# parking_slot_allocator

### Met1 routing, parking_slot_allocator

The bar under the picture is 50 microns long.
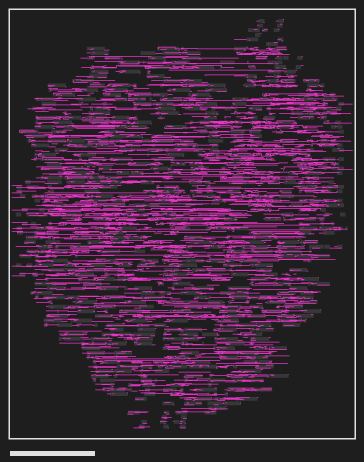

--- config.mk ---
export PLATFORM = sky130hd
export DESIGN_NAME = parking_slot_allocator
export DESIGN_NICKNAME = d
export VERILOG_FILES = /design/src/rtl/parking_slot_allocator_pkg.sv /design/src/rtl/parking_slot_allocator_table.sv /design/src/rtl/parking_slot_allocator.sv
export SDC_FILE = /design/constraint.sdc
export NUM_CORES = 1
export LEC_CHECK = 0
export CAP_MARGIN = 20
export CORE_ASPECT_RATIO = 1.25
export CORE_MARGIN = 3
export CORE_UTILIZATION = 30
export CTS_CLUSTER_SIZE = 20
export DETAILED_ROUTE_END_ITERATION = 6
export PLACE_DENSITY = 0.46
export SYNTH_ARGS = -nofsm -noshare
export SYNTH_HDL_FRONTEND = slang
export SYNTH_HIERARCHICAL = 1
export SYNTH_SLANG_ARGS = --single-unit
--- constraint.sdc ---
create_clock -name clk -period 14.6 [get_ports clk]
set_input_delay 2.92 -clock clk [delete_from_list [all_inputs] [get_ports clk]]
set_output_delay 2.92 -clock clk [all_outputs]
set_load 0.05 [all_outputs]
--- src/rtl/parking_slot_allocator_pkg.sv ---
// Shared sizes, plate constants and FSM encoding for the parking slot allocator.
// Latency: n/a (declarations only).
// Backpressure: n/a.
package parking_slot_allocator_pkg;

    localparam int NUM_ZONES      = 4;
    localparam int SLOTS_PER_ZONE = 8;
    localparam int NUM_SLOTS      = NUM_ZONES * SLOTS_PER_ZONE;
    localparam int PLATE_W        = 7;
    localparam int SLOT_IDX_W     = $clog2(NUM_SLOTS);
    localparam int FREE_W         = $clog2(NUM_SLOTS + 1);

    localparam logic [PLATE_W-1:0]    PLATE_INVALID = '0;
    localparam logic [SLOT_IDX_W-1:0] LAST_SLOT     = SLOT_IDX_W'(NUM_SLOTS - 1);
    localparam logic [FREE_W-1:0]     FREE_AT_RESET = FREE_W'(NUM_SLOTS);

    typedef enum logic [1:0] {
        ST_IDLE = 2'd0,
        ST_SCAN = 2'd1,
        ST_RESP = 2'd2
    } state_t;

endpackage

--- src/rtl/parking_slot_allocator_table.sv ---
// Slot register file: per slot a valid bit plus the parked plate code.
// Latency: combinational read, write lands on the next clk edge.
// Backpressure: none; the owner issues at most one write per cycle.
module parking_slot_table
    import parking_slot_allocator_pkg::*;
(
    input  logic                  clk,
    input  logic                  reset,
    input  logic [SLOT_IDX_W-1:0] i_rd_idx,
    output logic                  o_rd_valid,
    output logic [PLATE_W-1:0]    o_rd_plate,
    input  logic                  i_wr_en,
    input  logic                  i_wr_set,
    input  logic [SLOT_IDX_W-1:0] i_wr_idx,
    input  logic [PLATE_W-1:0]    i_wr_plate,
    output logic [NUM_SLOTS-1:0]  o_valid_vec
);

    logic [NUM_SLOTS-1:0] r_valid;
    logic [PLATE_W-1:0]   r_plate [NUM_SLOTS];

    // Set marks a slot occupied and stores its plate; clear only drops the valid bit.
    always_ff @(posedge clk) begin
        if (reset) begin
            r_valid <= '0;
            for (int i = 0; i < NUM_SLOTS; i++) begin
                r_plate[i] <= PLATE_INVALID;
            end
        end else if (i_wr_en) begin
            r_valid[i_wr_idx] <= i_wr_set;
            if (i_wr_set) begin
                r_plate[i_wr_idx] <= i_wr_plate;
            end
        end
    end

    assign o_rd_valid  = r_valid[i_rd_idx];
    assign o_rd_plate  = r_plate[i_rd_idx];
    assign o_valid_vec = r_valid;

endmodule

--- src/rtl/parking_slot_allocator.sv ---
// Parks/releases plates: sequential 32-slot scan, then commit and a done pulse.
// Latency: fixed 33 cycles from accept to done, req_ready again one cycle later.
// Backpressure: req_ready only in IDLE; requests seen while busy are ignored.
module parking_slot_allocator
    import parking_slot_allocator_pkg::*;
(
    input  logic                  clk,
    input  logic                  reset,
    input  logic                  arrive_req,
    input  logic                  depart_req,
    input  logic [PLATE_W-1:0]    plate_in,
    output logic                  req_ready,
    output logic                  done,
    output logic                  err,
    output logic [SLOT_IDX_W-1:0] slot_idx,
    output logic [7:0]            parq1_status,
    output logic [7:0]            parq2_status,
    output logic [7:0]            parq3_status,
    output logic [7:0]            parq4_status,
    output logic [PLATE_W-1:0]    placa1,
    output logic [PLATE_W-1:0]    placa2,
    output logic [FREE_W-1:0]     free_count,
    output logic                  full
);

    state_t                  r_state;
    state_t                  w_next_state;

    logic                    r_req_depart;
    logic [PLATE_W-1:0]      r_plate;
    logic [SLOT_IDX_W-1:0]   r_scan_cnt;
    logic                    r_free_found;
    logic [SLOT_IDX_W-1:0]   r_free_idx;
    logic                    r_match_found;
    logic [SLOT_IDX_W-1:0]   r_match_idx;
    logic                    r_err;
    logic [SLOT_IDX_W-1:0]   r_slot_idx;
    logic [PLATE_W-1:0]      r_placa1;
    logic [PLATE_W-1:0]      r_placa2;
    logic [FREE_W-1:0]       r_free_count;

    logic                    w_accept;
    logic                    w_rd_valid;
    logic [PLATE_W-1:0]      w_rd_plate;
    logic [NUM_SLOTS-1:0]    w_valid_vec;
    logic                    w_free_found;
    logic [SLOT_IDX_W-1:0]   w_free_idx;
    logic                    w_match_found;
    logic [SLOT_IDX_W-1:0]   w_match_idx;
    logic                    w_commit;
    logic                    w_ok_arrive;
    logic                    w_ok_depart;
    logic                    w_wr_en;
    logic [SLOT_IDX_W-1:0]   w_wr_idx;

    parking_slot_table u_table (
        .clk         (clk),
        .reset       (reset),
        .i_rd_idx    (r_scan_cnt),
        .o_rd_valid  (w_rd_valid),
        .o_rd_plate  (w_rd_plate),
        .i_wr_en     (w_wr_en),
        .i_wr_set    (!r_req_depart),
        .i_wr_idx    (w_wr_idx),
        .i_wr_plate  (r_plate),
        .o_valid_vec (w_valid_vec)
    );

    assign w_accept = (r_state == ST_IDLE) && (arrive_req || depart_req);

    // Fold the slot under the scan pointer into the running "lowest free" and "match" results.
    // The first hit is kept, so the free index is always the lowest one.
    assign w_free_found  = r_free_found || !w_rd_valid;
    assign w_free_idx    = r_free_found ? r_free_idx : r_scan_cnt;
    assign w_match_found = r_match_found || (w_rd_valid && (w_rd_plate == r_plate));
    assign w_match_idx   = r_match_found ? r_match_idx : r_scan_cnt;

    // The decision is taken on the last scan cycle so results are visible when done rises.
    assign w_commit    = (r_state == ST_SCAN) && (r_scan_cnt == LAST_SLOT);
    assign w_ok_arrive = !r_req_depart && (r_plate != PLATE_INVALID)
                         && w_free_found && !w_match_found;
    assign w_ok_depart = r_req_depart && w_match_found;
    assign w_wr_en     = w_commit && (w_ok_arrive || w_ok_depart);
    assign w_wr_idx    = r_req_depart ? w_match_idx : w_free_idx;

    // State register.
    always_ff @(posedge clk) begin
        if (reset) begin
            r_state <= ST_IDLE;
        end else begin
            r_state <= w_next_state;
        end
    end

    // Next state and handshake outputs; err only ever shows together with done.
    always_comb begin
        w_next_state = r_state;
        req_ready    = 1'b0;
        done         = 1'b0;
        err          = 1'b0;
        case (r_state)
            ST_IDLE: begin
                req_ready = 1'b1;
                if (arrive_req || depart_req) begin
                    w_next_state = ST_SCAN;
                end
            end
            ST_SCAN: begin
                if (r_scan_cnt == LAST_SLOT) begin
                    w_next_state = ST_RESP;
                end
            end
            ST_RESP: begin
                done         = 1'b1;
                err          = r_err;
                w_next_state = ST_IDLE;
            end
            default: w_next_state = ST_IDLE;
        endcase
    end

    // Latch the request on accept (depart wins when both are up) and walk the scan pointer.
    always_ff @(posedge clk) begin
        if (reset) begin
            r_req_depart  <= 1'b0;
            r_plate       <= PLATE_INVALID;
            r_scan_cnt    <= '0;
            r_free_found  <= 1'b0;
            r_free_idx    <= '0;
            r_match_found <= 1'b0;
            r_match_idx   <= '0;
        end else if (w_accept) begin
            r_req_depart  <= depart_req;
            r_plate       <= plate_in;
            r_scan_cnt    <= '0;
            r_free_found  <= 1'b0;
            r_free_idx    <= '0;
            r_match_found <= 1'b0;
            r_match_idx   <= '0;
        end else if (r_state == ST_SCAN) begin
            r_scan_cnt    <= r_scan_cnt + 1'b1;
            r_free_found  <= w_free_found;
            r_free_idx    <= w_free_idx;
            r_match_found <= w_match_found;
            r_match_idx   <= w_match_idx;
        end
    end

    // Commit the outcome; a rejected request only raises the error flag.
    always_ff @(posedge clk) begin
        if (reset) begin
            r_err        <= 1'b0;
            r_slot_idx   <= '0;
            r_placa1     <= PLATE_INVALID;
            r_placa2     <= PLATE_INVALID;
            r_free_count <= FREE_AT_RESET;
        end else if (w_commit) begin
            r_err <= !(w_ok_arrive || w_ok_depart);
            if (w_ok_arrive) begin
                r_slot_idx   <= w_free_idx;
                r_placa1     <= r_plate;
                r_free_count <= r_free_count - 1'b1;
            end else if (w_ok_depart) begin
                r_slot_idx   <= w_match_idx;
                r_placa2     <= r_plate;
                r_free_count <= r_free_count + 1'b1;
            end
        end
    end

    assign slot_idx     = r_slot_idx;
    assign placa1       = r_placa1;
    assign placa2       = r_placa2;
    assign free_count   = r_free_count;
    assign full         = (r_free_count == '0);
    assign parq1_status = w_valid_vec[0*SLOTS_PER_ZONE +: SLOTS_PER_ZONE];
    assign parq2_status = w_valid_vec[1*SLOTS_PER_ZONE +: SLOTS_PER_ZONE];
    assign parq3_status = w_valid_vec[2*SLOTS_PER_ZONE +: SLOTS_PER_ZONE];
    assign parq4_status = w_valid_vec[3*SLOTS_PER_ZONE +: SLOTS_PER_ZONE];

endmodule
# cpu_sequencer

**src/rtl/cpu_pkg.sv**
```systemverilog
// Shared definitions for the 8-bit CPU: opcodes, sequencer states, A-input select
// codes and ALU operation codes used by the sequencer, the A-input mux and the ALU.
package cpu_pkg;

  localparam logic [3:0] OP_NOP  = 4'h0;
  localparam logic [3:0] OP_MOVA = 4'h1;
  localparam logic [3:0] OP_ALU  = 4'h2;
  localparam logic [3:0] OP_MOVR = 4'h3;
  localparam logic [3:0] OP_LDI  = 4'h4;
  localparam logic [3:0] OP_JMP  = 4'h5;
  localparam logic [3:0] OP_JZ   = 4'h6;
  localparam logic [3:0] OP_HLT  = 4'hF;

  localparam logic [1:0] ST_FETCH   = 2'd0;
  localparam logic [1:0] ST_OPERAND = 2'd1;
  localparam logic [1:0] ST_EXEC    = 2'd2;
  localparam logic [1:0] ST_HALT    = 2'd3;

  localparam logic [1:0] SEL_ALU = 2'd0;
  localparam logic [1:0] SEL_B   = 2'd1;
  localparam logic [1:0] SEL_C   = 2'd2;
  localparam logic [1:0] SEL_D   = 2'd3;

  localparam logic [2:0] ALU_ADD    = 3'b000;
  localparam logic [2:0] ALU_SUB    = 3'b001;
  localparam logic [2:0] ALU_AND    = 3'b010;
  localparam logic [2:0] ALU_OR     = 3'b011;
  localparam logic [2:0] ALU_XOR    = 3'b100;
  localparam logic [2:0] ALU_SHL    = 3'b101;
  localparam logic [2:0] ALU_SHR    = 3'b110;
  localparam logic [2:0] ALU_PASS_B = 3'b111;

  typedef enum logic [1:0] {
    PC_HOLD = 2'd0,
    PC_INC  = 2'd1,
    PC_JUMP = 2'd2
  } pc_sel_e;

  typedef struct packed {
    logic       ld_a;
    logic       ld_b;
    logic       ld_c;
    logic       ld_d;
    logic [1:0] reg_sel4;
    logic [2:0] alu_op;
    logic       imm_sel;
  } ctrl_t;

  function automatic logic needs_operand(logic [3:0] op);
    return (op == OP_LDI) || (op == OP_JMP) || (op == OP_JZ);
  endfunction

  function automatic logic is_legal(logic [3:0] op);
    return (op <= OP_JZ) || (op == OP_HLT);
  endfunction

endpackage

```
**src/rtl/cpu_seq_decode.sv**
```systemverilog
// Combinational decode for the sequencer: next state, PC update, register-capture
// strobes and the EXEC-cycle datapath controls. CPU_SEQ_TRAP_EN halts on illegal opcodes.
module cpu_seq_decode
  import cpu_pkg::*;
(
  input  logic [1:0] state,
  input  logic [7:0] ir,
  input  logic [3:0] fetch_op,
  input  logic       a_zero,
  output ctrl_t      ctrl,
  output logic [1:0] next_state,
  output pc_sel_e    pc_sel,
  output logic       ir_load,
  output logic       imm_load,
  output logic       trap_set
);

  logic unused_field;
  assign unused_field = ir[3];

  always_comb begin
    ctrl       = '0;
    next_state = state;
    pc_sel     = PC_HOLD;
    ir_load    = 1'b0;
    imm_load   = 1'b0;
    trap_set   = 1'b0;

    case (state)
      ST_FETCH: begin
        ir_load = 1'b1;
        pc_sel  = PC_INC;
        // Next state is chosen from the byte being captured, not the stale ir.
        if (needs_operand(fetch_op)) begin
          next_state = ST_OPERAND;
        end else if (fetch_op == OP_HLT) begin
          next_state = ST_HALT;
`ifdef CPU_SEQ_TRAP_EN
        end else if (!is_legal(fetch_op)) begin
          next_state = ST_HALT;
          trap_set   = 1'b1;
`endif
        end else begin
          next_state = ST_EXEC;
        end
      end

      ST_OPERAND: begin
        imm_load   = 1'b1;
        pc_sel     = PC_INC;
        next_state = ST_EXEC;
      end

      ST_EXEC: begin
        next_state = ST_FETCH;
        case (ir[7:4])
          OP_MOVA: begin
            ctrl.reg_sel4 = ir[1:0];
            ctrl.ld_a     = 1'b1;
          end
          OP_ALU: begin
            ctrl.alu_op   = ir[2:0];
            ctrl.reg_sel4 = SEL_ALU;
            ctrl.ld_a     = 1'b1;
          end
          OP_MOVR: begin
            case (ir[1:0])
              SEL_B:   ctrl.ld_b = 1'b1;
              SEL_C:   ctrl.ld_c = 1'b1;
              SEL_D:   ctrl.ld_d = 1'b1;
              default: ;
            endcase
          end
          OP_LDI: begin
            ctrl.imm_sel  = 1'b1;
            ctrl.alu_op   = ALU_PASS_B;
            ctrl.reg_sel4 = SEL_ALU;
            ctrl.ld_a     = 1'b1;
          end
          OP_JMP: pc_sel = PC_JUMP;
          OP_JZ: begin
            if (a_zero) begin
              pc_sel = PC_JUMP;
            end
          end
          default: ;
        endcase
      end

      ST_HALT: next_state = ST_HALT;

      default: next_state = ST_FETCH;
    endcase
  end

endmodule

```
**src/rtl/cpu_sequencer.sv**
```systemverilog
// Fetch/decode/execute controller: holds PC, ir and imm and drives datapath controls.
// Define CPU_SEQ_TRAP_EN to stop with a sticky trap on illegal opcodes.
module cpu_sequencer
  import cpu_pkg::*;
#(
  parameter int unsigned     PC_W     = 8,
  parameter logic [PC_W-1:0] RESET_PC = '0
) (
  input  logic            clk,
  input  logic            reset,
  output logic [PC_W-1:0] rom_addr,
  input  logic [7:0]      rom_data,
  input  logic            a_zero,
  output logic [1:0]      reg_sel4,
  output logic            ld_a,
  output logic            ld_b,
  output logic            ld_c,
  output logic            ld_d,
  output logic [2:0]      alu_op,
  output logic [7:0]      imm,
  output logic            imm_sel,
  output logic            halted,
  output logic            trap
);

  logic [1:0]      state_q, state_d;
  logic [PC_W-1:0] pc_q, pc_d;
  logic [7:0]      ir_q;
  logic [7:0]      imm_q;
  ctrl_t           ctrl, ctrl_g;
  pc_sel_e         pc_sel;
  logic            ir_load, imm_load, trap_set;

  cpu_seq_decode u_decode (
    .state      (state_q),
    .ir         (ir_q),
    .fetch_op   (rom_data[7:4]),
    .a_zero     (a_zero),
    .ctrl       (ctrl),
    .next_state (state_d),
    .pc_sel     (pc_sel),
    .ir_load    (ir_load),
    .imm_load   (imm_load),
    .trap_set   (trap_set)
  );

  always_comb begin
    pc_d = pc_q;
    case (pc_sel)
      PC_INC:  pc_d = pc_q + PC_W'(1);
      PC_JUMP: pc_d = PC_W'(imm_q);
      default: pc_d = pc_q;
    endcase
  end

  always_ff @(posedge clk) begin
    if (reset) begin
      state_q <= ST_FETCH;
      pc_q    <= RESET_PC;
      ir_q    <= 8'h00;
      imm_q   <= 8'h00;
    end else begin
      state_q <= state_d;
      pc_q    <= pc_d;
      if (ir_load) begin
        ir_q <= rom_data;
      end
      if (imm_load) begin
        imm_q <= rom_data;
      end
    end
  end

`ifdef CPU_SEQ_TRAP_EN
  logic trap_q;

  always_ff @(posedge clk) begin
    if (reset) begin
      trap_q <= 1'b0;
    end else if (trap_set) begin
      trap_q <= 1'b1;
    end
  end

  assign trap = trap_q;
`else
  logic unused_trap_set;
  assign unused_trap_set = trap_set;
  assign trap            = 1'b0;
`endif

  // Reset suppresses every control, so an aborted instruction never loads a register.
  assign ctrl_g   = reset ? '0 : ctrl;

  assign rom_addr = pc_q;
  assign imm      = imm_q;
  assign halted   = (state_q == ST_HALT);
  assign ld_a     = ctrl_g.ld_a;
  assign ld_b     = ctrl_g.ld_b;
  assign ld_c     = ctrl_g.ld_c;
  assign ld_d     = ctrl_g.ld_d;
  assign reg_sel4 = ctrl_g.reg_sel4;
  assign alu_op   = ctrl_g.alu_op;
  assign imm_sel  = ctrl_g.imm_sel;

endmodule

```
**config.mk**
```make
export PLATFORM = sky130hd
export DESIGN_NAME = cpu_sequencer
export DESIGN_NICKNAME = d
export VERILOG_FILES = /design/src/rtl/cpu_pkg.sv /design/src/rtl/cpu_seq_decode.sv /design/src/rtl/cpu_sequencer.sv
export SDC_FILE = /design/constraint.sdc
export NUM_CORES = 1
export LEC_CHECK = 0
export CAP_MARGIN = 20
export CORE_AREA = 2 2 58 60
export CTS_CLUSTER_DIAMETER = 40
export DETAILED_ROUTE_END_ITERATION = 7
export DIE_AREA = 0 0 60 62
export GPL_TIMING_DRIVEN = 1
export MAX_ROUTING_LAYER = met4
export PLACE_DENSITY_LB_ADDON = 0.2
export SLEW_MARGIN = 25
export SYNTH_ARGS = -nofsm -noshare
export SYNTH_HDL_FRONTEND = slang
export SYNTH_SLANG_ARGS = --single-unit
```
**constraint.sdc**
```tcl
create_clock -name clk -period 5.3 [get_ports clk]
set_input_delay 1.06 -clock clk [delete_from_list [all_inputs] [get_ports clk]]
set_output_delay 1.06 -clock clk [all_outputs]
set_load 0.02 [all_outputs]
```
# fetch_stage

**src/rtl/fetch_stage.sv**
```systemverilog
// fetch_stage
//   Instruction-fetch stage. It holds the PC, runs the request/acknowledge
//   handshake with a variable-latency instruction memory, and owns the IF/ID
//   pipeline register that feeds decode. It also absorbs decode stalls
//   through a one-word skid buffer, and it handles branch/jump redirects. A
//   redirect that arrives while a request is in flight lets that request
//   finish on the bus, then drops its data.
//
// Ports
//   clk, rst         rising-edge clock, synchronous active-high reset
//   imem_req         request outstanding (held until imem_ack)
//   imem_addr        word-aligned fetch address (= pc)
//   imem_ack         imem_rdata valid this cycle (ignored when imem_req=0)
//   imem_rdata       instruction word from memory
//   stall            decode cannot accept; IF/ID holds
//   redirect         taken branch/jump; flush and refetch from redirect_pc
//   redirect_pc      redirect target (low two bits ignored)
//   if_valid         IF/ID holds a valid instruction
//   if_instr         IF/ID instruction
//   if_opcode        if_instr[31:26]
//   if_pc4           address of if_instr plus 4
//
// state | meaning
// ------+----------------------------------------------------------------
// IDLE  | one cycle after reset; no request on the bus
// REQ   | request for pc on the bus, waiting for / consuming ack
// HOLD  | fetched word parked in skid buffer while decode stalls; bus idle
// DROP  | redirected while a request was in flight; wait out its ack, then
//       | continue at tgt

module fetch_stage #(
  parameter logic [31:0] RESET_PC = 32'h0000_0000
) (
  input  logic        clk,
  input  logic        rst,
  output logic        imem_req,
  output logic [31:0] imem_addr,
  input  logic        imem_ack,
  input  logic [31:0] imem_rdata,
  input  logic        stall,
  input  logic        redirect,
  input  logic [31:0] redirect_pc,
  output logic        if_valid,
  output logic [31:0] if_instr,
  output logic [5:0]  if_opcode,
  output logic [31:0] if_pc4
);

  typedef enum logic [1:0] {
    IDLE = 2'd0,
    REQ  = 2'd1,
    HOLD = 2'd2,
    DROP = 2'd3
  } state_t;

  state_t      state;
  logic [31:0] pc;
  logic [31:0] tgt;
  logic [31:0] skid_buf;

  logic [31:0] pc_inc;
  logic [31:0] rpc_al;

  // pc+4 wraps naturally at 2^32
  assign pc_inc = pc + 32'd4;
  assign rpc_al = redirect_pc & 32'hFFFF_FFFC;

  assign imem_addr = pc;
  assign imem_req  = (state == REQ) || (state == DROP);
  assign if_opcode = if_instr[31:26];

  always_ff @(posedge clk) begin
    if (rst) begin
      state    <= IDLE;
      pc       <= RESET_PC;
      tgt      <= 32'h0;
      skid_buf <= 32'h0;
      if_valid <= 1'b0;
      if_instr <= 32'h0;
      if_pc4   <= 32'h0;
    end else begin
      case (state)
        IDLE: begin
          state <= REQ;
          if (redirect) begin
            pc       <= rpc_al;
            if_valid <= 1'b0;
          end
        end

        REQ: begin
          if (redirect) begin
            if_valid <= 1'b0;
            if (imem_ack) begin
              // acked word belongs to the squashed path; fetch target now
              pc <= rpc_al;
            end else begin
              // leave the in-flight request untouched on the bus
              tgt   <= rpc_al;
              state <= DROP;
            end
          end else if (imem_ack) begin
            if (stall) begin
              skid_buf <= imem_rdata;
              state    <= HOLD;
            end else begin
              if_instr <= imem_rdata;
              if_pc4   <= pc_inc;
              if_valid <= 1'b1;
              pc       <= pc_inc;
            end
          end else if (!stall) begin
            if_valid <= 1'b0;
          end
        end

        HOLD: begin
          // pc still names the buffered word here
          if (redirect) begin
            if_valid <= 1'b0;
            pc       <= rpc_al;
            state    <= REQ;
          end else if (!stall) begin
            if_instr <= skid_buf;
            if_pc4   <= pc_inc;
            if_valid <= 1'b1;
            pc       <= pc_inc;
            state    <= REQ;
          end
        end

        DROP: begin
          if (redirect) begin
            if_valid <= 1'b0;
            tgt      <= rpc_al;
            if (imem_ack) begin
              pc    <= rpc_al;
              state <= REQ;
            end
          end else if (imem_ack) begin
            pc    <= tgt;
            state <= REQ;
          end
        end

        default: state <= IDLE;
      endcase
    end
  end

endmodule
```
**config.mk**
```make
export PLATFORM = sky130hd
export DESIGN_NAME = fetch_stage
export DESIGN_NICKNAME = d
export VERILOG_FILES = /design/src/rtl/fetch_stage.sv
export SDC_FILE = /design/constraint.sdc
export NUM_CORES = 1
export LEC_CHECK = 0
export CAP_MARGIN = 5
export CORE_UTILIZATION = 48
export CTS_CLUSTER_SIZE = 12
export DETAILED_ROUTE_END_ITERATION = 8
export PLACE_DENSITY = 0.78
export SYNTH_ARGS = -nofsm -noshare
export SYNTH_HDL_FRONTEND = slang
export SYNTH_SLANG_ARGS = --single-unit
```
**constraint.sdc**
```tcl
create_clock -name clk -period 2.2 [get_ports clk]
set_input_delay 0.33 -clock clk [delete_from_list [all_inputs] [get_ports clk]]
set_output_delay 0.33 -clock clk [all_outputs]
set_load 0.1 [all_outputs]
```
### A small window of the routed layout, parking_slot_allocator

The bar under the picture is 5 microns long. Window x 142 to 162, y 179 to 199 microns. Cells in grey, sequential cells in the stronger grey; small squares are vias.
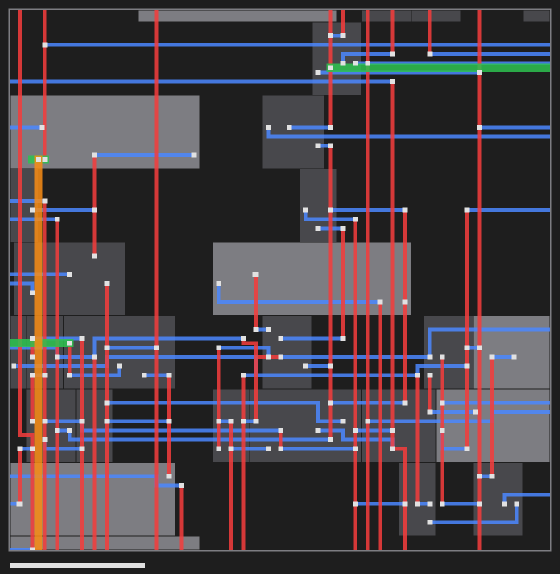
[orange] met4
[blue] met1
[red] met2
[green] met3
sequential cells in the window: 4
netlist names of flops here include: r_free_idx (3), r_state (1)
cells with their middle in the window: 20
most frequent: nor2_1 (5), dfxtp_1 (4)

## Picture notes: 'Met1 routing' of parking_slot_allocator
longest straight run: 60.7 microns
share of all routed wire: 40%
nets with wire on the layer: 1136
wire length on this layer: 18200 microns
Routed WL: 45200 microns
Via Count: 9177
GR Layer Usage met1: 21.8%

==> metrics.yaml, parking_slot_allocator <==
htreeDepth: 2
end_kind: "register"
comb_area_share_pct: 33.7
ys.warnings.count: 6
cts_hold_buf: 0
finalHoldViolations: 0
nets: 1179
whs_ps: 476
place.gp.congestion: 0.796
avgSynthCellArea_sq_um: 13.3
clock_path_buffers: 3
syn_inst: 1094
dominant-cell-class: "sequential cells"
grt_pass1_wl_microns: 67300
buffer_area_share_pct: 5.70
first_global_vias: 9683
via_per_inst: 5.03
status: "completed"
buffers: 109
ir_drop_mv: 0.0633
-- parking_slot_allocator: through the flow --
stage                     setup WS, ps  area [sq um]  instances  total power [uW]
final                             8010         17200       1825              1980
after global routing              7570         17200       1825              2050
after detailed placement          7900         16000       1759              1130
after global placement            7620         16000       1751              1130
after floorplan                   9580         14600       1094              1070
after CTS                         7870         17200       1824              2010
-- parking_slot_allocator: cells by family (layout without fill, tap and decap cells) --
| group | Yosys count | count (layout) | share of synthesized area (%) |
|---|---|---|---|
| flip-flops | 309 | 309 | 57.7 |
| multiplexers | 116 | 116 | 15.1 |
| adder cells (fa/ha/maj) | 7 | 7 | 0.651 |
| AND/OR/NAND/NOR | 436 | 436 | 17.4 |
| XOR/XNOR | 12 | 12 | 0.874 |
| buffers and inverters | 86 | 180 | 2.60 |
| AND-OR/OR-AND | 128 | 128 | 5.67 |
-- parking_slot_allocator: report_power, final --
| group | leakage (uW) | internal [uW] | switching (uW) |
|---|---|---|---|
| logic | 0.00239 | 43.3 | 91.0 |
| registers | 0.00300 | 962 | 11.3 |
| clock network | 0.000553 | 510 | 362 |
| total | 0.00595 | 1520 | 464 |
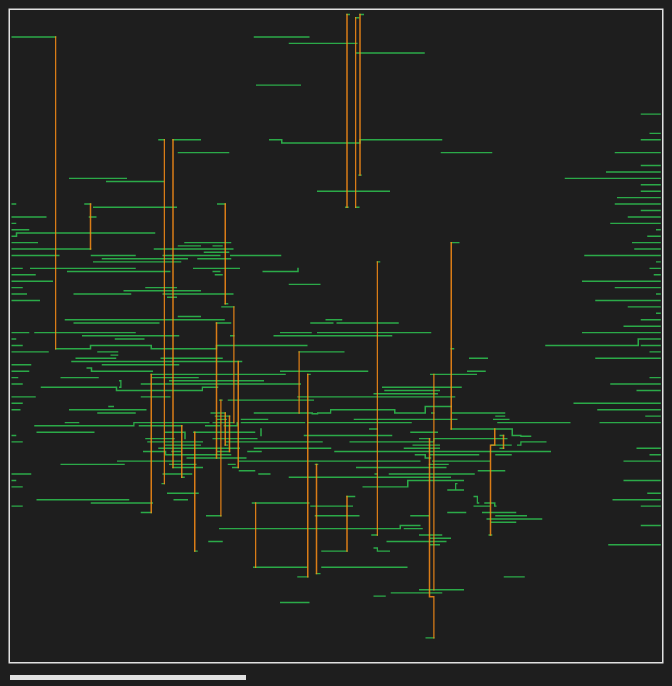
*Routed metal, one colour a layer, fetch_stage*
The bar under the picture is 50 microns long. Two of the layers only.
[green] met3 | wire length: 2600 microns
[orange] met4 | wire length: 849 microns
GRT Util Overall: 29.5%
Routed WL: 28200 microns
wire length per cell: 18.0 microns
Via Count: 9315

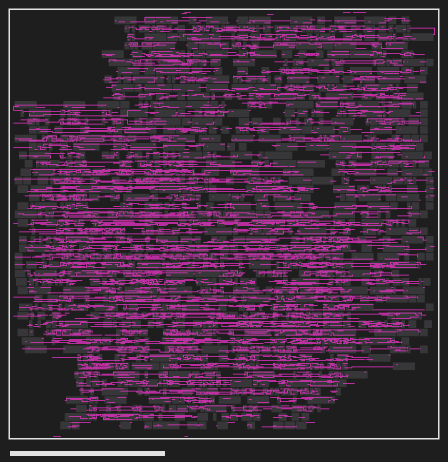
*Met1 routing, fetch_stage*
The bar under the picture is 50 microns long.
share of all routed wire: 41%
main direction: horizontal
GR Layer Usage met1: 39.5%

==> metrics.yaml, fetch_stage <==
reg2reg_depth: 9
numSynthFlops: 161
first_global_vias: 8349
fin_tns_setup_ps: 0
drcViolationCount: 0
yosys-stat-area_sq_um: 8870
avgSynthCellArea_sq_um: 7.56
ys_cells: 1174
synth_area_leader_cell: "dfxtp_1"
maxCapViolCount: 0
async_reset_ff_share_pct: 0
syn2layout_area_growth_pct: 30.3
status: "completed"
max_stage_delay_ps: 400
relSlewSlack_pct: 52.3
mux_share_pct: 5.53
path_buffers: 3
ys_sh_xor_pct: 3.45
htreeDepth: 4
[fetch_stage: per-stage QoR]
stage                     utilization [%]  hold slack [ps]  setup slack [ps]
after detailed placement             60.4              436              34.9
after floorplan                         -              422             -2.22
after global placement               60.4              435              70.7
after global routing                 64.1              312             -13.0
final                                64.1              301              56.7
after CTS                            63.8              290              12.5
[fetch_stage: layout make-up]
type	instances	area share, %
multi-input combinational	873	44.4
tap	229	2.48
clock inverter	15	1.35
sequential	161	28.5
timing repair buffer	241	18.5
clock buffer	17	3.68
inverter	33	1.10
[fetch_stage: routing by layer]
metal	up-vias	track usage (%)	part of all wire (%)
met5	-	0	0
met3	64	5.41	9.2
met4	0	12.6	3.0
li1	4478	-	-
met2	488	46.2	46
met1	4285	39.5	41
[fetch_stage: how the worst max path moves through the flow]
stage / from / endpoint / slack [ps] / cells after the start
5_1_grt: state[1] / imem_addr[17] / -10 / 9
4_1_cts: state[0] / imem_addr[30] / 10 / 8
6_report: state[1] / imem_req / 60 / 5
3_3_place_gp: redirect / imem_addr[28] / 70 / 7
2_1_floorplan: imem_addr[13] / if_pc4[31] / -2 / 7
3_5_place_dp: stall / if_instr[21] / 30 / 8
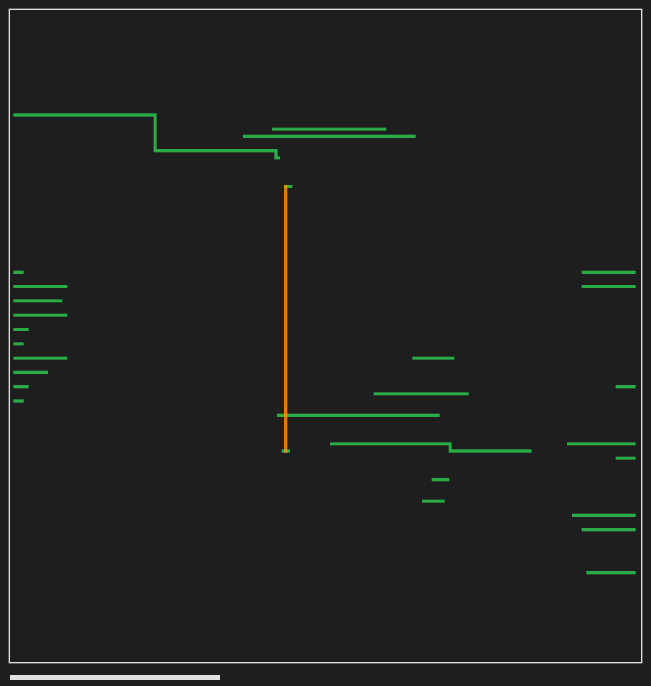
*Routed metal, one colour a layer, cpu_sequencer*
The bar under the picture is 20 microns long. Two of the layers only.
[orange] met4 | wire length: 25.2 microns
[green] met3 | wire length: 167 microns
Via Count: 1355
Routed WL: 3280 microns

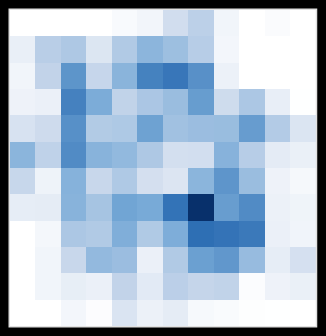
*Signal metal coverage by tile, cpu_sequencer*
12 x 12 tiles, from white (low) to dark blue (high), scaled to the fullest tile. Values are wire area over tile area, all layers added.
fullest tile: 0.54
emptiest ninth of the die: north-east
mean over tiles: 0.14
densest ninth of the die: centre
nearly empty tiles: 16%
tiles over half the peak: 15%
wire length per cell: 13.0 microns
GRT Util Overall: 18.3%

==> metrics.yaml, cpu_sequencer <==
status: "completed"
final-clk-cell-share_pct: 1.53
warnings: 26
grt_pass1_wl_microns: 5110
grt.overflow.total: 0
inv_count: 6
grt_start_max_net_pins: 30
worst-path-stages: 6
rsz0062_at_grt: "no"
final_common_cell: "clkdlybuf4s50_1"
end_kind: "primary output"
ff_type: "dfxtp_1"
first_global_vias: 1154
syn_nets: 191
ios: 39
synth-edff-count: 0
dp.cells: 249
worst_slew_pin_slew_ps: 625
yosysMostFrequentCell: "nand2_1"
drv_slew: 0
ir_drop_mv: 0.134
period_used_pct: 77.1
topRoutingLayerUsed: "met4"
met1_length_microns: 1580
place.gp.congestion: 0.797
antenna_found_initial: 0
relSlewSlack_pct: 58.3
clk_latency_ps: 320
maxCapViolCount: 0
cp_cell_sequence: "clkdlybuf4s50_1 -> buf_4 -> nor3b_1 -> nand3_1 -> nor3_1 -> clkdlybuf4s50_1"
core_sq_um: 3180
hold_class: "register to register"
hold_start: "imm[2]"
critPathLaunchType: "primary input"
[cpu_sequencer: metrics by stage]
step | utilization (%) | power, uW | setup WS [ps] | area (sq um) | hold WS [ps]
final | 54.2 | 371 | 1210 | 1720 | 479
after global routing | 54.2 | 392 | 1050 | 1720 | 518
after CTS | 54.2 | 374 | 1200 | 1720 | 486
after detailed placement | 53.4 | 290 | 1200 | 1700 | 467
after global placement | 53.4 | 288 | 1260 | 1700 | 470
after floorplan | - | 260 | 2090 | 1320 | 454
[cpu_sequencer: registers in the layout (all words and copies together) (netlist names)]
register and flops:
rom_addr 8, ir_q 7, state_q 2, imm 8
[cpu_sequencer: kinds of logic after synthesis]
family / Yosys count / share of synthesized area, %
AND-OR/OR-AND: 50 / 23.2
adder cells (fa/ha/maj): 2 / 1.90
buffers and inverters: 19 / 6.16
flip-flops: 25 / 37.9
multiplexers: 3 / 2.27
other: 1 / 0.284
AND/OR/NAND/NOR: 78 / 28.2
[cpu_sequencer: power by group]
part	switching, uW	internal (uW)
Clock	55.7	29.4
Combinational	38.3	33.2
Sequential	16.3	198
Total	110	261

## Gallery

Routing congestion.
panel A
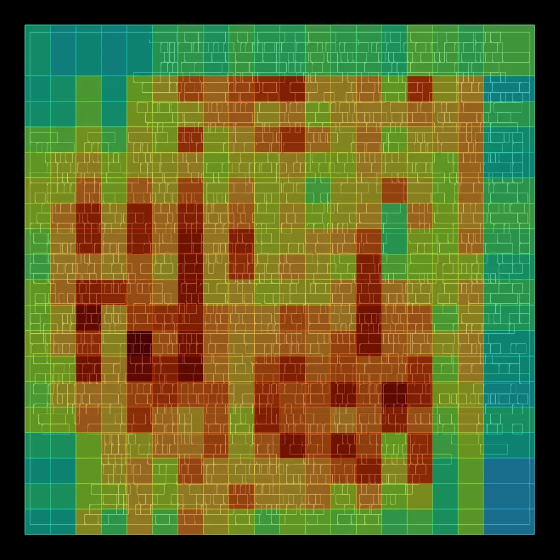
panel B
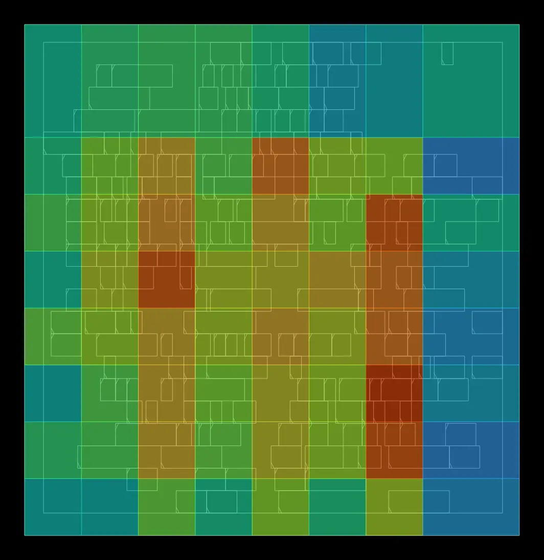
panel C
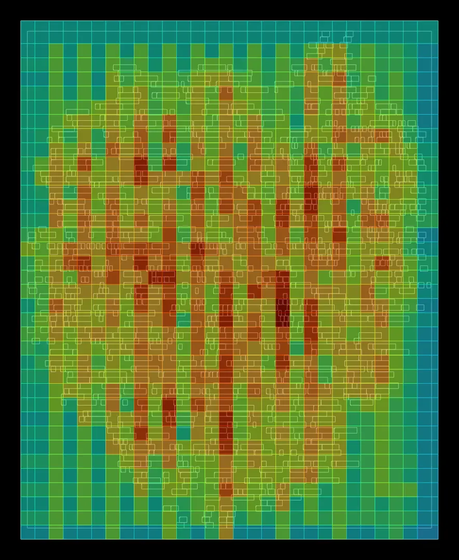
Of these, highest track usage: panel A
Of these, lowest utilization: panel C
| picture | from |
|---|---|
| panel C | parking_slot_allocator |
| panel A | fetch_stage |
| panel B | cpu_sequencer |


# wb_trap_commit_flat

### A small window of the routed layout, wb_trap_commit_flat

The bar under the picture is 5 microns long. Window x 193 to 213, y 193 to 213 microns. Cells in grey, sequential cells in the stronger grey; small squares are vias.
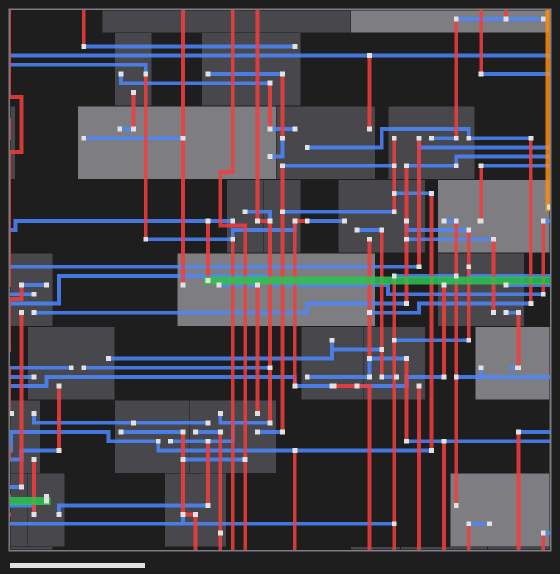
### Routing congestion, wb_trap_commit_flat

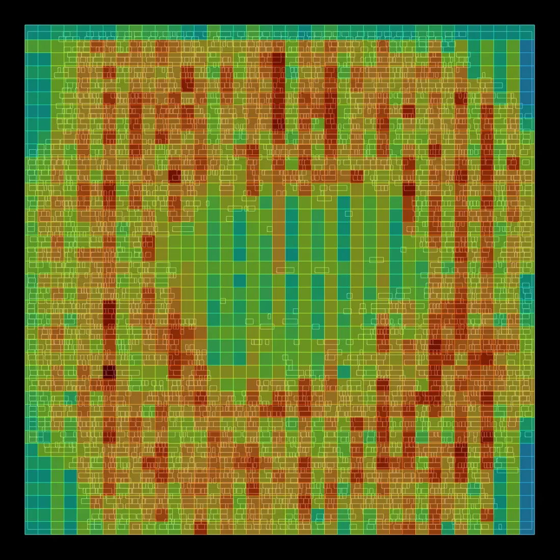
===== src/rtl/wb_trap_commit_if.sv =====
// rtl/wb_trap_commit_if.sv - WB-side CSR/exception fields, decode CSR read port and redirect/flush outputs
interface wb_trap_commit_if;
  logic        WBvalid;
  logic        WBstall;
  logic [63:0] WBnpc;
  logic        except_wb_except;
  logic [63:0] except_wb_epc;
  logic [63:0] except_wb_ecause;
  logic [63:0] except_wb_etval;
  logic [11:0] csr_addr_WB;
  logic [63:0] csr_val_WB;
  logic        csr_we_WB;
  logic [1:0]  csr_ret_WB;
  logic        mtip;
  logic [11:0] csr_raddr;
  logic [63:0] csr_rdata;
  logic        redirect_valid;
  logic [63:0] redirect_pc;
  logic        flush_out;
  logic        trap_active;

  modport master (
    output WBvalid, WBstall, WBnpc, except_wb_except, except_wb_epc, except_wb_ecause,
           except_wb_etval, csr_addr_WB, csr_val_WB, csr_we_WB, csr_ret_WB, mtip, csr_raddr,
    input  csr_rdata, redirect_valid, redirect_pc, flush_out, trap_active
  );

  modport slave (
    input  WBvalid, WBstall, WBnpc, except_wb_except, except_wb_epc, except_wb_ecause,
           except_wb_etval, csr_addr_WB, csr_val_WB, csr_we_WB, csr_ret_WB, mtip, csr_raddr,
    output csr_rdata, redirect_valid, redirect_pc, flush_out, trap_active
  );
endinterface


===== src/rtl/wb_trap_commit.sv =====
// rtl/wb_trap_commit.sv - machine-mode trap CSRs, trap/mret commit, PC redirect and pipeline flush
module wb_trap_commit #(
  parameter logic [63:0] RESET_MTVEC  = 64'h0,
  parameter int unsigned FLUSH_CYCLES = 1
) (
  input logic           clk,
  input logic           rst,
  wb_trap_commit_if.slave bus
);

  localparam logic [1:0] S_IDLE  = 2'd0;
  localparam logic [1:0] S_PEND  = 2'd1;
  localparam logic [1:0] S_FLUSH = 2'd2;

  localparam logic [11:0] CSR_MSTATUS  = 12'h300;
  localparam logic [11:0] CSR_MIE      = 12'h304;
  localparam logic [11:0] CSR_MTVEC    = 12'h305;
  localparam logic [11:0] CSR_MSCRATCH = 12'h340;
  localparam logic [11:0] CSR_MEPC     = 12'h341;
  localparam logic [11:0] CSR_MCAUSE   = 12'h342;
  localparam logic [11:0] CSR_MTVAL    = 12'h343;
  localparam logic [11:0] CSR_MIP      = 12'h344;

  localparam logic [63:0] IRQ_CAUSE  = 64'h8000_0000_0000_0007;
  localparam logic [3:0]  FLUSH_LOAD = 4'(FLUSH_CYCLES);

  logic [1:0]  state_q, state_d;
  logic [3:0]  cnt_q, cnt_d;
  logic        ev_ret_q, ev_ret_d;
  logic [63:0] tgt_q, tgt_d;
  logic [63:0] nepc_q, nepc_d;
  logic [63:0] ncause_q, ncause_d;
  logic [63:0] ntval_q, ntval_d;
  logic        st_mie_q, st_mie_d;
  logic        st_mpie_q, st_mpie_d;
  logic        mtie_q, mtie_d;
  logic [63:0] mtvec_q, mtvec_d;
  logic [63:0] mscratch_q, mscratch_d;
  logic [63:0] mepc_q, mepc_d;
  logic [63:0] mcause_q, mcause_d;
  logic [63:0] mtval_q, mtval_d;
  logic        redirect_valid_q, redirect_valid_d;
  logic [63:0] redirect_pc_q, redirect_pc_d;

  logic        sample;
  logic        irq_take;
  logic [63:0] mtvec_base;
  logic [63:0] mstatus_val;

  assign sample      = (state_q == S_IDLE) && bus.WBvalid && !bus.WBstall;
  assign irq_take    = st_mie_q && mtie_q && bus.mtip && !bus.csr_we_WB && (bus.csr_ret_WB != 2'b11);
  assign mtvec_base  = mtvec_q & ~64'h3;
  assign mstatus_val = {51'd0, 2'b11, 3'd0, st_mpie_q, 3'd0, st_mie_q, 3'd0};

  // The event is latched at the sampling edge; CSR side effects and the redirect land one edge later.
  always_comb begin
    state_d          = state_q;
    cnt_d            = cnt_q;
    ev_ret_d         = ev_ret_q;
    tgt_d            = tgt_q;
    nepc_d           = nepc_q;
    ncause_d         = ncause_q;
    ntval_d          = ntval_q;
    st_mie_d         = st_mie_q;
    st_mpie_d        = st_mpie_q;
    mtie_d           = mtie_q;
    mtvec_d          = mtvec_q;
    mscratch_d       = mscratch_q;
    mepc_d           = mepc_q;
    mcause_d         = mcause_q;
    mtval_d          = mtval_q;
    redirect_valid_d = 1'b0;
    redirect_pc_d    = redirect_pc_q;

    case (state_q)
      S_IDLE: begin
        if (sample) begin
          if (bus.except_wb_except) begin
            state_d  = S_PEND;
            ev_ret_d = 1'b0;
            nepc_d   = bus.except_wb_epc & ~64'h3;
            ncause_d = bus.except_wb_ecause;
            ntval_d  = bus.except_wb_etval;
            tgt_d    = mtvec_base;
          end else begin
            if (bus.csr_we_WB) begin
              case (bus.csr_addr_WB)
                CSR_MSTATUS: begin
                  st_mie_d  = bus.csr_val_WB[3];
                  st_mpie_d = bus.csr_val_WB[7];
                end
                CSR_MIE:      mtie_d     = bus.csr_val_WB[7];
                CSR_MTVEC:    mtvec_d    = {bus.csr_val_WB[63:2],
                                            bus.csr_val_WB[1] ? 2'b00 : bus.csr_val_WB[1:0]};
                CSR_MSCRATCH: mscratch_d = bus.csr_val_WB;
                CSR_MEPC:     mepc_d     = bus.csr_val_WB & ~64'h3;
                CSR_MCAUSE:   mcause_d   = bus.csr_val_WB;
                CSR_MTVAL:    mtval_d    = bus.csr_val_WB;
                default: ;
              endcase
            end
            if (irq_take) begin
              state_d  = S_PEND;
              ev_ret_d = 1'b0;
              nepc_d   = bus.WBnpc & ~64'h3;
              ncause_d = IRQ_CAUSE;
              ntval_d  = 64'd0;
              tgt_d    = (mtvec_q[1:0] == 2'b01) ? mtvec_base + 64'd28 : mtvec_base;
            end else if (bus.csr_ret_WB == 2'b11) begin
              state_d  = S_PEND;
              ev_ret_d = 1'b1;
              tgt_d    = mepc_q;
            end
          end
        end
      end
      S_PEND: begin
        if (ev_ret_q) begin
          st_mie_d  = st_mpie_q;
          st_mpie_d = 1'b1;
        end else begin
          mepc_d    = nepc_q;
          mcause_d  = ncause_q;
          mtval_d   = ntval_q;
          st_mpie_d = st_mie_q;
          st_mie_d  = 1'b0;
        end
        redirect_valid_d = 1'b1;
        redirect_pc_d    = tgt_q;
        state_d          = S_FLUSH;
        cnt_d            = FLUSH_LOAD;
      end
      S_FLUSH: begin
        if (cnt_q <= 4'd1) begin
          state_d = S_IDLE;
          cnt_d   = 4'd0;
        end else begin
          cnt_d = cnt_q - 4'd1;
        end
      end
      default: state_d = S_IDLE;
    endcase
  end

  always_ff @(posedge clk) begin
    if (rst) begin
      state_q          <= S_IDLE;
      cnt_q            <= 4'd0;
      ev_ret_q         <= 1'b0;
      tgt_q            <= 64'd0;
      nepc_q           <= 64'd0;
      ncause_q         <= 64'd0;
      ntval_q          <= 64'd0;
      st_mie_q         <= 1'b0;
      st_mpie_q        <= 1'b0;
      mtie_q           <= 1'b0;
      mtvec_q          <= RESET_MTVEC;
      mscratch_q       <= 64'd0;
      mepc_q           <= 64'd0;
      mcause_q         <= 64'd0;
      mtval_q          <= 64'd0;
      redirect_valid_q <= 1'b0;
      redirect_pc_q    <= 64'd0;
    end else begin
      state_q          <= state_d;
      cnt_q            <= cnt_d;
      ev_ret_q         <= ev_ret_d;
      tgt_q            <= tgt_d;
      nepc_q           <= nepc_d;
      ncause_q         <= ncause_d;
      ntval_q          <= ntval_d;
      st_mie_q         <= st_mie_d;
      st_mpie_q        <= st_mpie_d;
      mtie_q           <= mtie_d;
      mtvec_q          <= mtvec_d;
      mscratch_q       <= mscratch_d;
      mepc_q           <= mepc_d;
      mcause_q         <= mcause_d;
      mtval_q          <= mtval_d;
      redirect_valid_q <= redirect_valid_d;
      redirect_pc_q    <= redirect_pc_d;
    end
  end

  always_comb begin
    bus.csr_rdata = 64'd0;
    case (bus.csr_raddr)
      CSR_MSTATUS:  bus.csr_rdata = mstatus_val;
      CSR_MIE:      bus.csr_rdata = {56'd0, mtie_q, 7'd0};
      CSR_MTVEC:    bus.csr_rdata = mtvec_q;
      CSR_MSCRATCH: bus.csr_rdata = mscratch_q;
      CSR_MEPC:     bus.csr_rdata = mepc_q;
      CSR_MCAUSE:   bus.csr_rdata = mcause_q;
      CSR_MTVAL:    bus.csr_rdata = mtval_q;
      CSR_MIP:      bus.csr_rdata = {56'd0, bus.mtip, 7'd0};
      default:      bus.csr_rdata = 64'd0;
    endcase
  end

  assign bus.redirect_valid = redirect_valid_q;
  assign bus.redirect_pc    = redirect_pc_q;
  assign bus.flush_out      = (state_q == S_FLUSH);
  assign bus.trap_active    = (state_q == S_FLUSH);

endmodule


===== src/flat_wrapper.sv =====
// flat-port wrapper written by rule: the top's interface ports become plain ports
module wb_trap_commit_flat 
#(
  parameter logic [63:0] RESET_MTVEC  = 64'h0,
  parameter int unsigned FLUSH_CYCLES = 1
)
  (clk, rst, bus_WBvalid, bus_WBstall, bus_WBnpc, bus_except_wb_except, bus_except_wb_epc, bus_except_wb_ecause, bus_except_wb_etval, bus_csr_addr_WB, bus_csr_val_WB, bus_csr_we_WB, bus_csr_ret_WB, bus_mtip, bus_csr_raddr, bus_csr_rdata, bus_redirect_valid, bus_redirect_pc, bus_flush_out, bus_trap_active);
  wb_trap_commit_if bus_i ();
  input logic clk;
  input logic rst;
  input wire logic [$bits(bus_i.WBvalid)-1:0] bus_WBvalid;
  input wire logic [$bits(bus_i.WBstall)-1:0] bus_WBstall;
  input wire logic [$bits(bus_i.WBnpc)-1:0] bus_WBnpc;
  input wire logic [$bits(bus_i.except_wb_except)-1:0] bus_except_wb_except;
  input wire logic [$bits(bus_i.except_wb_epc)-1:0] bus_except_wb_epc;
  input wire logic [$bits(bus_i.except_wb_ecause)-1:0] bus_except_wb_ecause;
  input wire logic [$bits(bus_i.except_wb_etval)-1:0] bus_except_wb_etval;
  input wire logic [$bits(bus_i.csr_addr_WB)-1:0] bus_csr_addr_WB;
  input wire logic [$bits(bus_i.csr_val_WB)-1:0] bus_csr_val_WB;
  input wire logic [$bits(bus_i.csr_we_WB)-1:0] bus_csr_we_WB;
  input wire logic [$bits(bus_i.csr_ret_WB)-1:0] bus_csr_ret_WB;
  input wire logic [$bits(bus_i.mtip)-1:0] bus_mtip;
  input wire logic [$bits(bus_i.csr_raddr)-1:0] bus_csr_raddr;
  output wire logic [$bits(bus_i.csr_rdata)-1:0] bus_csr_rdata;
  output wire logic [$bits(bus_i.redirect_valid)-1:0] bus_redirect_valid;
  output wire logic [$bits(bus_i.redirect_pc)-1:0] bus_redirect_pc;
  output wire logic [$bits(bus_i.flush_out)-1:0] bus_flush_out;
  output wire logic [$bits(bus_i.trap_active)-1:0] bus_trap_active;
  assign bus_i.WBvalid = bus_WBvalid;
  assign bus_i.WBstall = bus_WBstall;
  assign bus_i.WBnpc = bus_WBnpc;
  assign bus_i.except_wb_except = bus_except_wb_except;
  assign bus_i.except_wb_epc = bus_except_wb_epc;
  assign bus_i.except_wb_ecause = bus_except_wb_ecause;
  assign bus_i.except_wb_etval = bus_except_wb_etval;
  assign bus_i.csr_addr_WB = bus_csr_addr_WB;
  assign bus_i.csr_val_WB = bus_csr_val_WB;
  assign bus_i.csr_we_WB = bus_csr_we_WB;
  assign bus_i.csr_ret_WB = bus_csr_ret_WB;
  assign bus_i.mtip = bus_mtip;
  assign bus_i.csr_raddr = bus_csr_raddr;
  assign bus_csr_rdata = bus_i.csr_rdata;
  assign bus_redirect_valid = bus_i.redirect_valid;
  assign bus_redirect_pc = bus_i.redirect_pc;
  assign bus_flush_out = bus_i.flush_out;
  assign bus_trap_active = bus_i.trap_active;
  wb_trap_commit #(.RESET_MTVEC(RESET_MTVEC), .FLUSH_CYCLES(FLUSH_CYCLES)) u_core (.clk(clk), .rst(rst), .bus(bus_i));
endmodule

===== config.mk =====
export PLATFORM = sky130hd
export DESIGN_NAME = wb_trap_commit_flat
export DESIGN_NICKNAME = d
export VERILOG_FILES = /design/src/rtl/wb_trap_commit_if.sv /design/src/rtl/wb_trap_commit.sv /design/src/flat_wrapper.sv
export SDC_FILE = /design/constraint.sdc
export NUM_CORES = 1
export LEC_CHECK = 0
export ABC_CLOCK_PERIOD_IN_PS = 4620
export CORE_UTILIZATION = 40
export CTS_CLUSTER_SIZE = 25
export DETAILED_ROUTE_END_ITERATION = 12
export PLACE_DENSITY_LB_ADDON = 0.3
export SKIP_LAST_GASP = 1
export SYNTH_ARGS = -nofsm -noshare
export SYNTH_HDL_FRONTEND = slang
export SYNTH_SLANG_ARGS = --single-unit

===== constraint.sdc =====
create_clock -name clk -period 4.62 [get_ports clk]
set_input_delay 0.693 -clock clk [delete_from_list [all_inputs] [get_ports clk]]
set_output_delay 0.693 -clock clk [all_outputs]
set_load 0.02 [all_outputs]

==> metrics.yaml <==
status: "completed"
grtUsageMet1_pct: 36.0
syn2layout_area_growth_pct: 27.2
htreeDepth: 3
logic_family: "AND-OR/OR-AND gates"
mux_share_pct: 7.12
cpMaxStageDelayCell: "clkdlybuf4s50_1"
ff_type: "dfxtp_1"
topRoutingLayerUsed: "met4"
regArea_sq_um: 12900
drt_iter0_drc: 2773
cts_buffers: 71
whs_ps: 448
place_area_sq_um: 34200
path_buffers: 4
synth.cell_area_sq_um: 28700
num-fill-cells: 6583
cts_hold_buf: 0
dominant-cell-class: "logic gates"
avgSynthCellArea_sq_um: 8.30
relSlewSlack_pct: 26.7
cts_sinks: 642
hold_class: "register to register"
inv_count: 73
async_reset_ff_share_pct: 0
n_clock_buffer: 99
critPathLaunchType: "primary input"
root_buffer: "clkbuf_16"
warnings: 40
dr.pass1.iters: 7
wirelength_microns: 100000
met1_length_microns: 44400
vias: 27100
first_global_vias: 25300
worst_slew_pin_slew_ps: 1100
path_clk_slew_ps: 60
cts_tree: "done"
yosys-stat-area_sq_um: 28700
wl_met3_microns: 7070
About 'A small window of the routed layout' of wb_trap_commit_flat:
[orange] met4
[blue] met1
[green] met3
[red] met2
most frequent: dfxtp_1 (4), a311oi_1 (3), nor2_1 (3)
cells with their middle in the window: 19
netlist names of flops here include: u_core.bus.redirect_pc (2), u_core.tgt_q (2)
sequential cells in the window: 4

About 'Routing congestion' of wb_trap_commit_flat:
gr busiest metal: met2
GRT met3 Usage: 4.71%
GRT met2 Usage: 43.1%
post-layout util: 51.8%

[path summary, 6_finish.rpt]
| kind | from | end | slack [ps] | cells past startpoint |
|---|---|---|---|---|
| worst max register to register | u_core.state_q[1] | u_core.mtval_q[36] | 1480 | 9 |
| worst max-delay path | bus_csr_raddr[3] | bus_csr_rdata[28] | 450 | 9 |
| worst min-delay path | u_core.mscratch_q[24] | u_core.mscratch_q[24] | 450 | 2 |
| worst min register to register | u_core.mscratch_q[24] | u_core.mscratch_q[24] | 450 | 2 |
[flip-flops by register name, summed over array words and instances, names as in the netlist]
name,flops
u_core.mcause_q,64
u_core.mscratch_q,64
u_core.mtval_q,64
u_core.ncause_q,64
u_core.ntval_q,64
u_core.mtvec_q,63
u_core.bus.redirect_pc,62
u_core.mepc_q,62
u_core.nepc_q,62
u_core.tgt_q,62
u_core.cnt_q,4
u_core.state_q,2
u_core.bus.redirect_valid,1
u_core.ev_ret_q,1
u_core.mtie_q,1
u_core.st_mie_q,1
u_core.st_mpie_q,1
[power breakdown]
group,total (uW),switching (uW),internal [uW]
logic,2880,1730,1150
registers,6190,257,5940
clock network,5780,2330,3450
total,14800,4310,10500


==> screenshots <==
Signal metal coverage by tile.
picture 1
20 x 25 tiles, from white (low) to dark blue (high), scaled to the fullest tile. Values are wire area over tile area, all layers added.
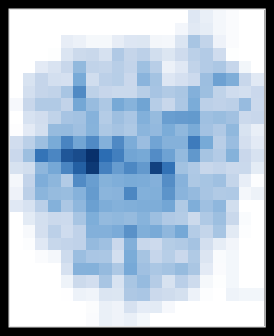
picture 2
27 x 27 tiles, from white (low) to dark blue (high), scaled to the fullest tile. Values are wire area over tile area, all layers added.
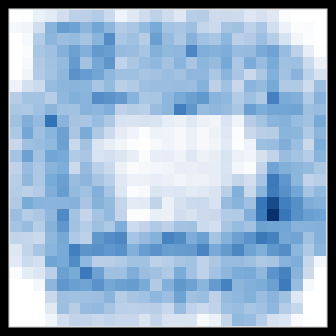
picture 3
28 x 28 tiles, from white (low) to dark blue (high), scaled to the fullest tile. Values are wire area over tile area, all layers added.
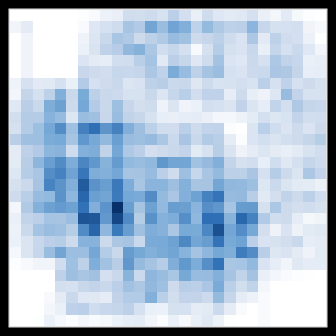
Picture 1 comes from parking_slot_allocator.
Picture 3 comes from fetch_stage.
Picture 2 comes from wb_trap_commit_flat.

Power is estimated from default activity; no workload was simulated.
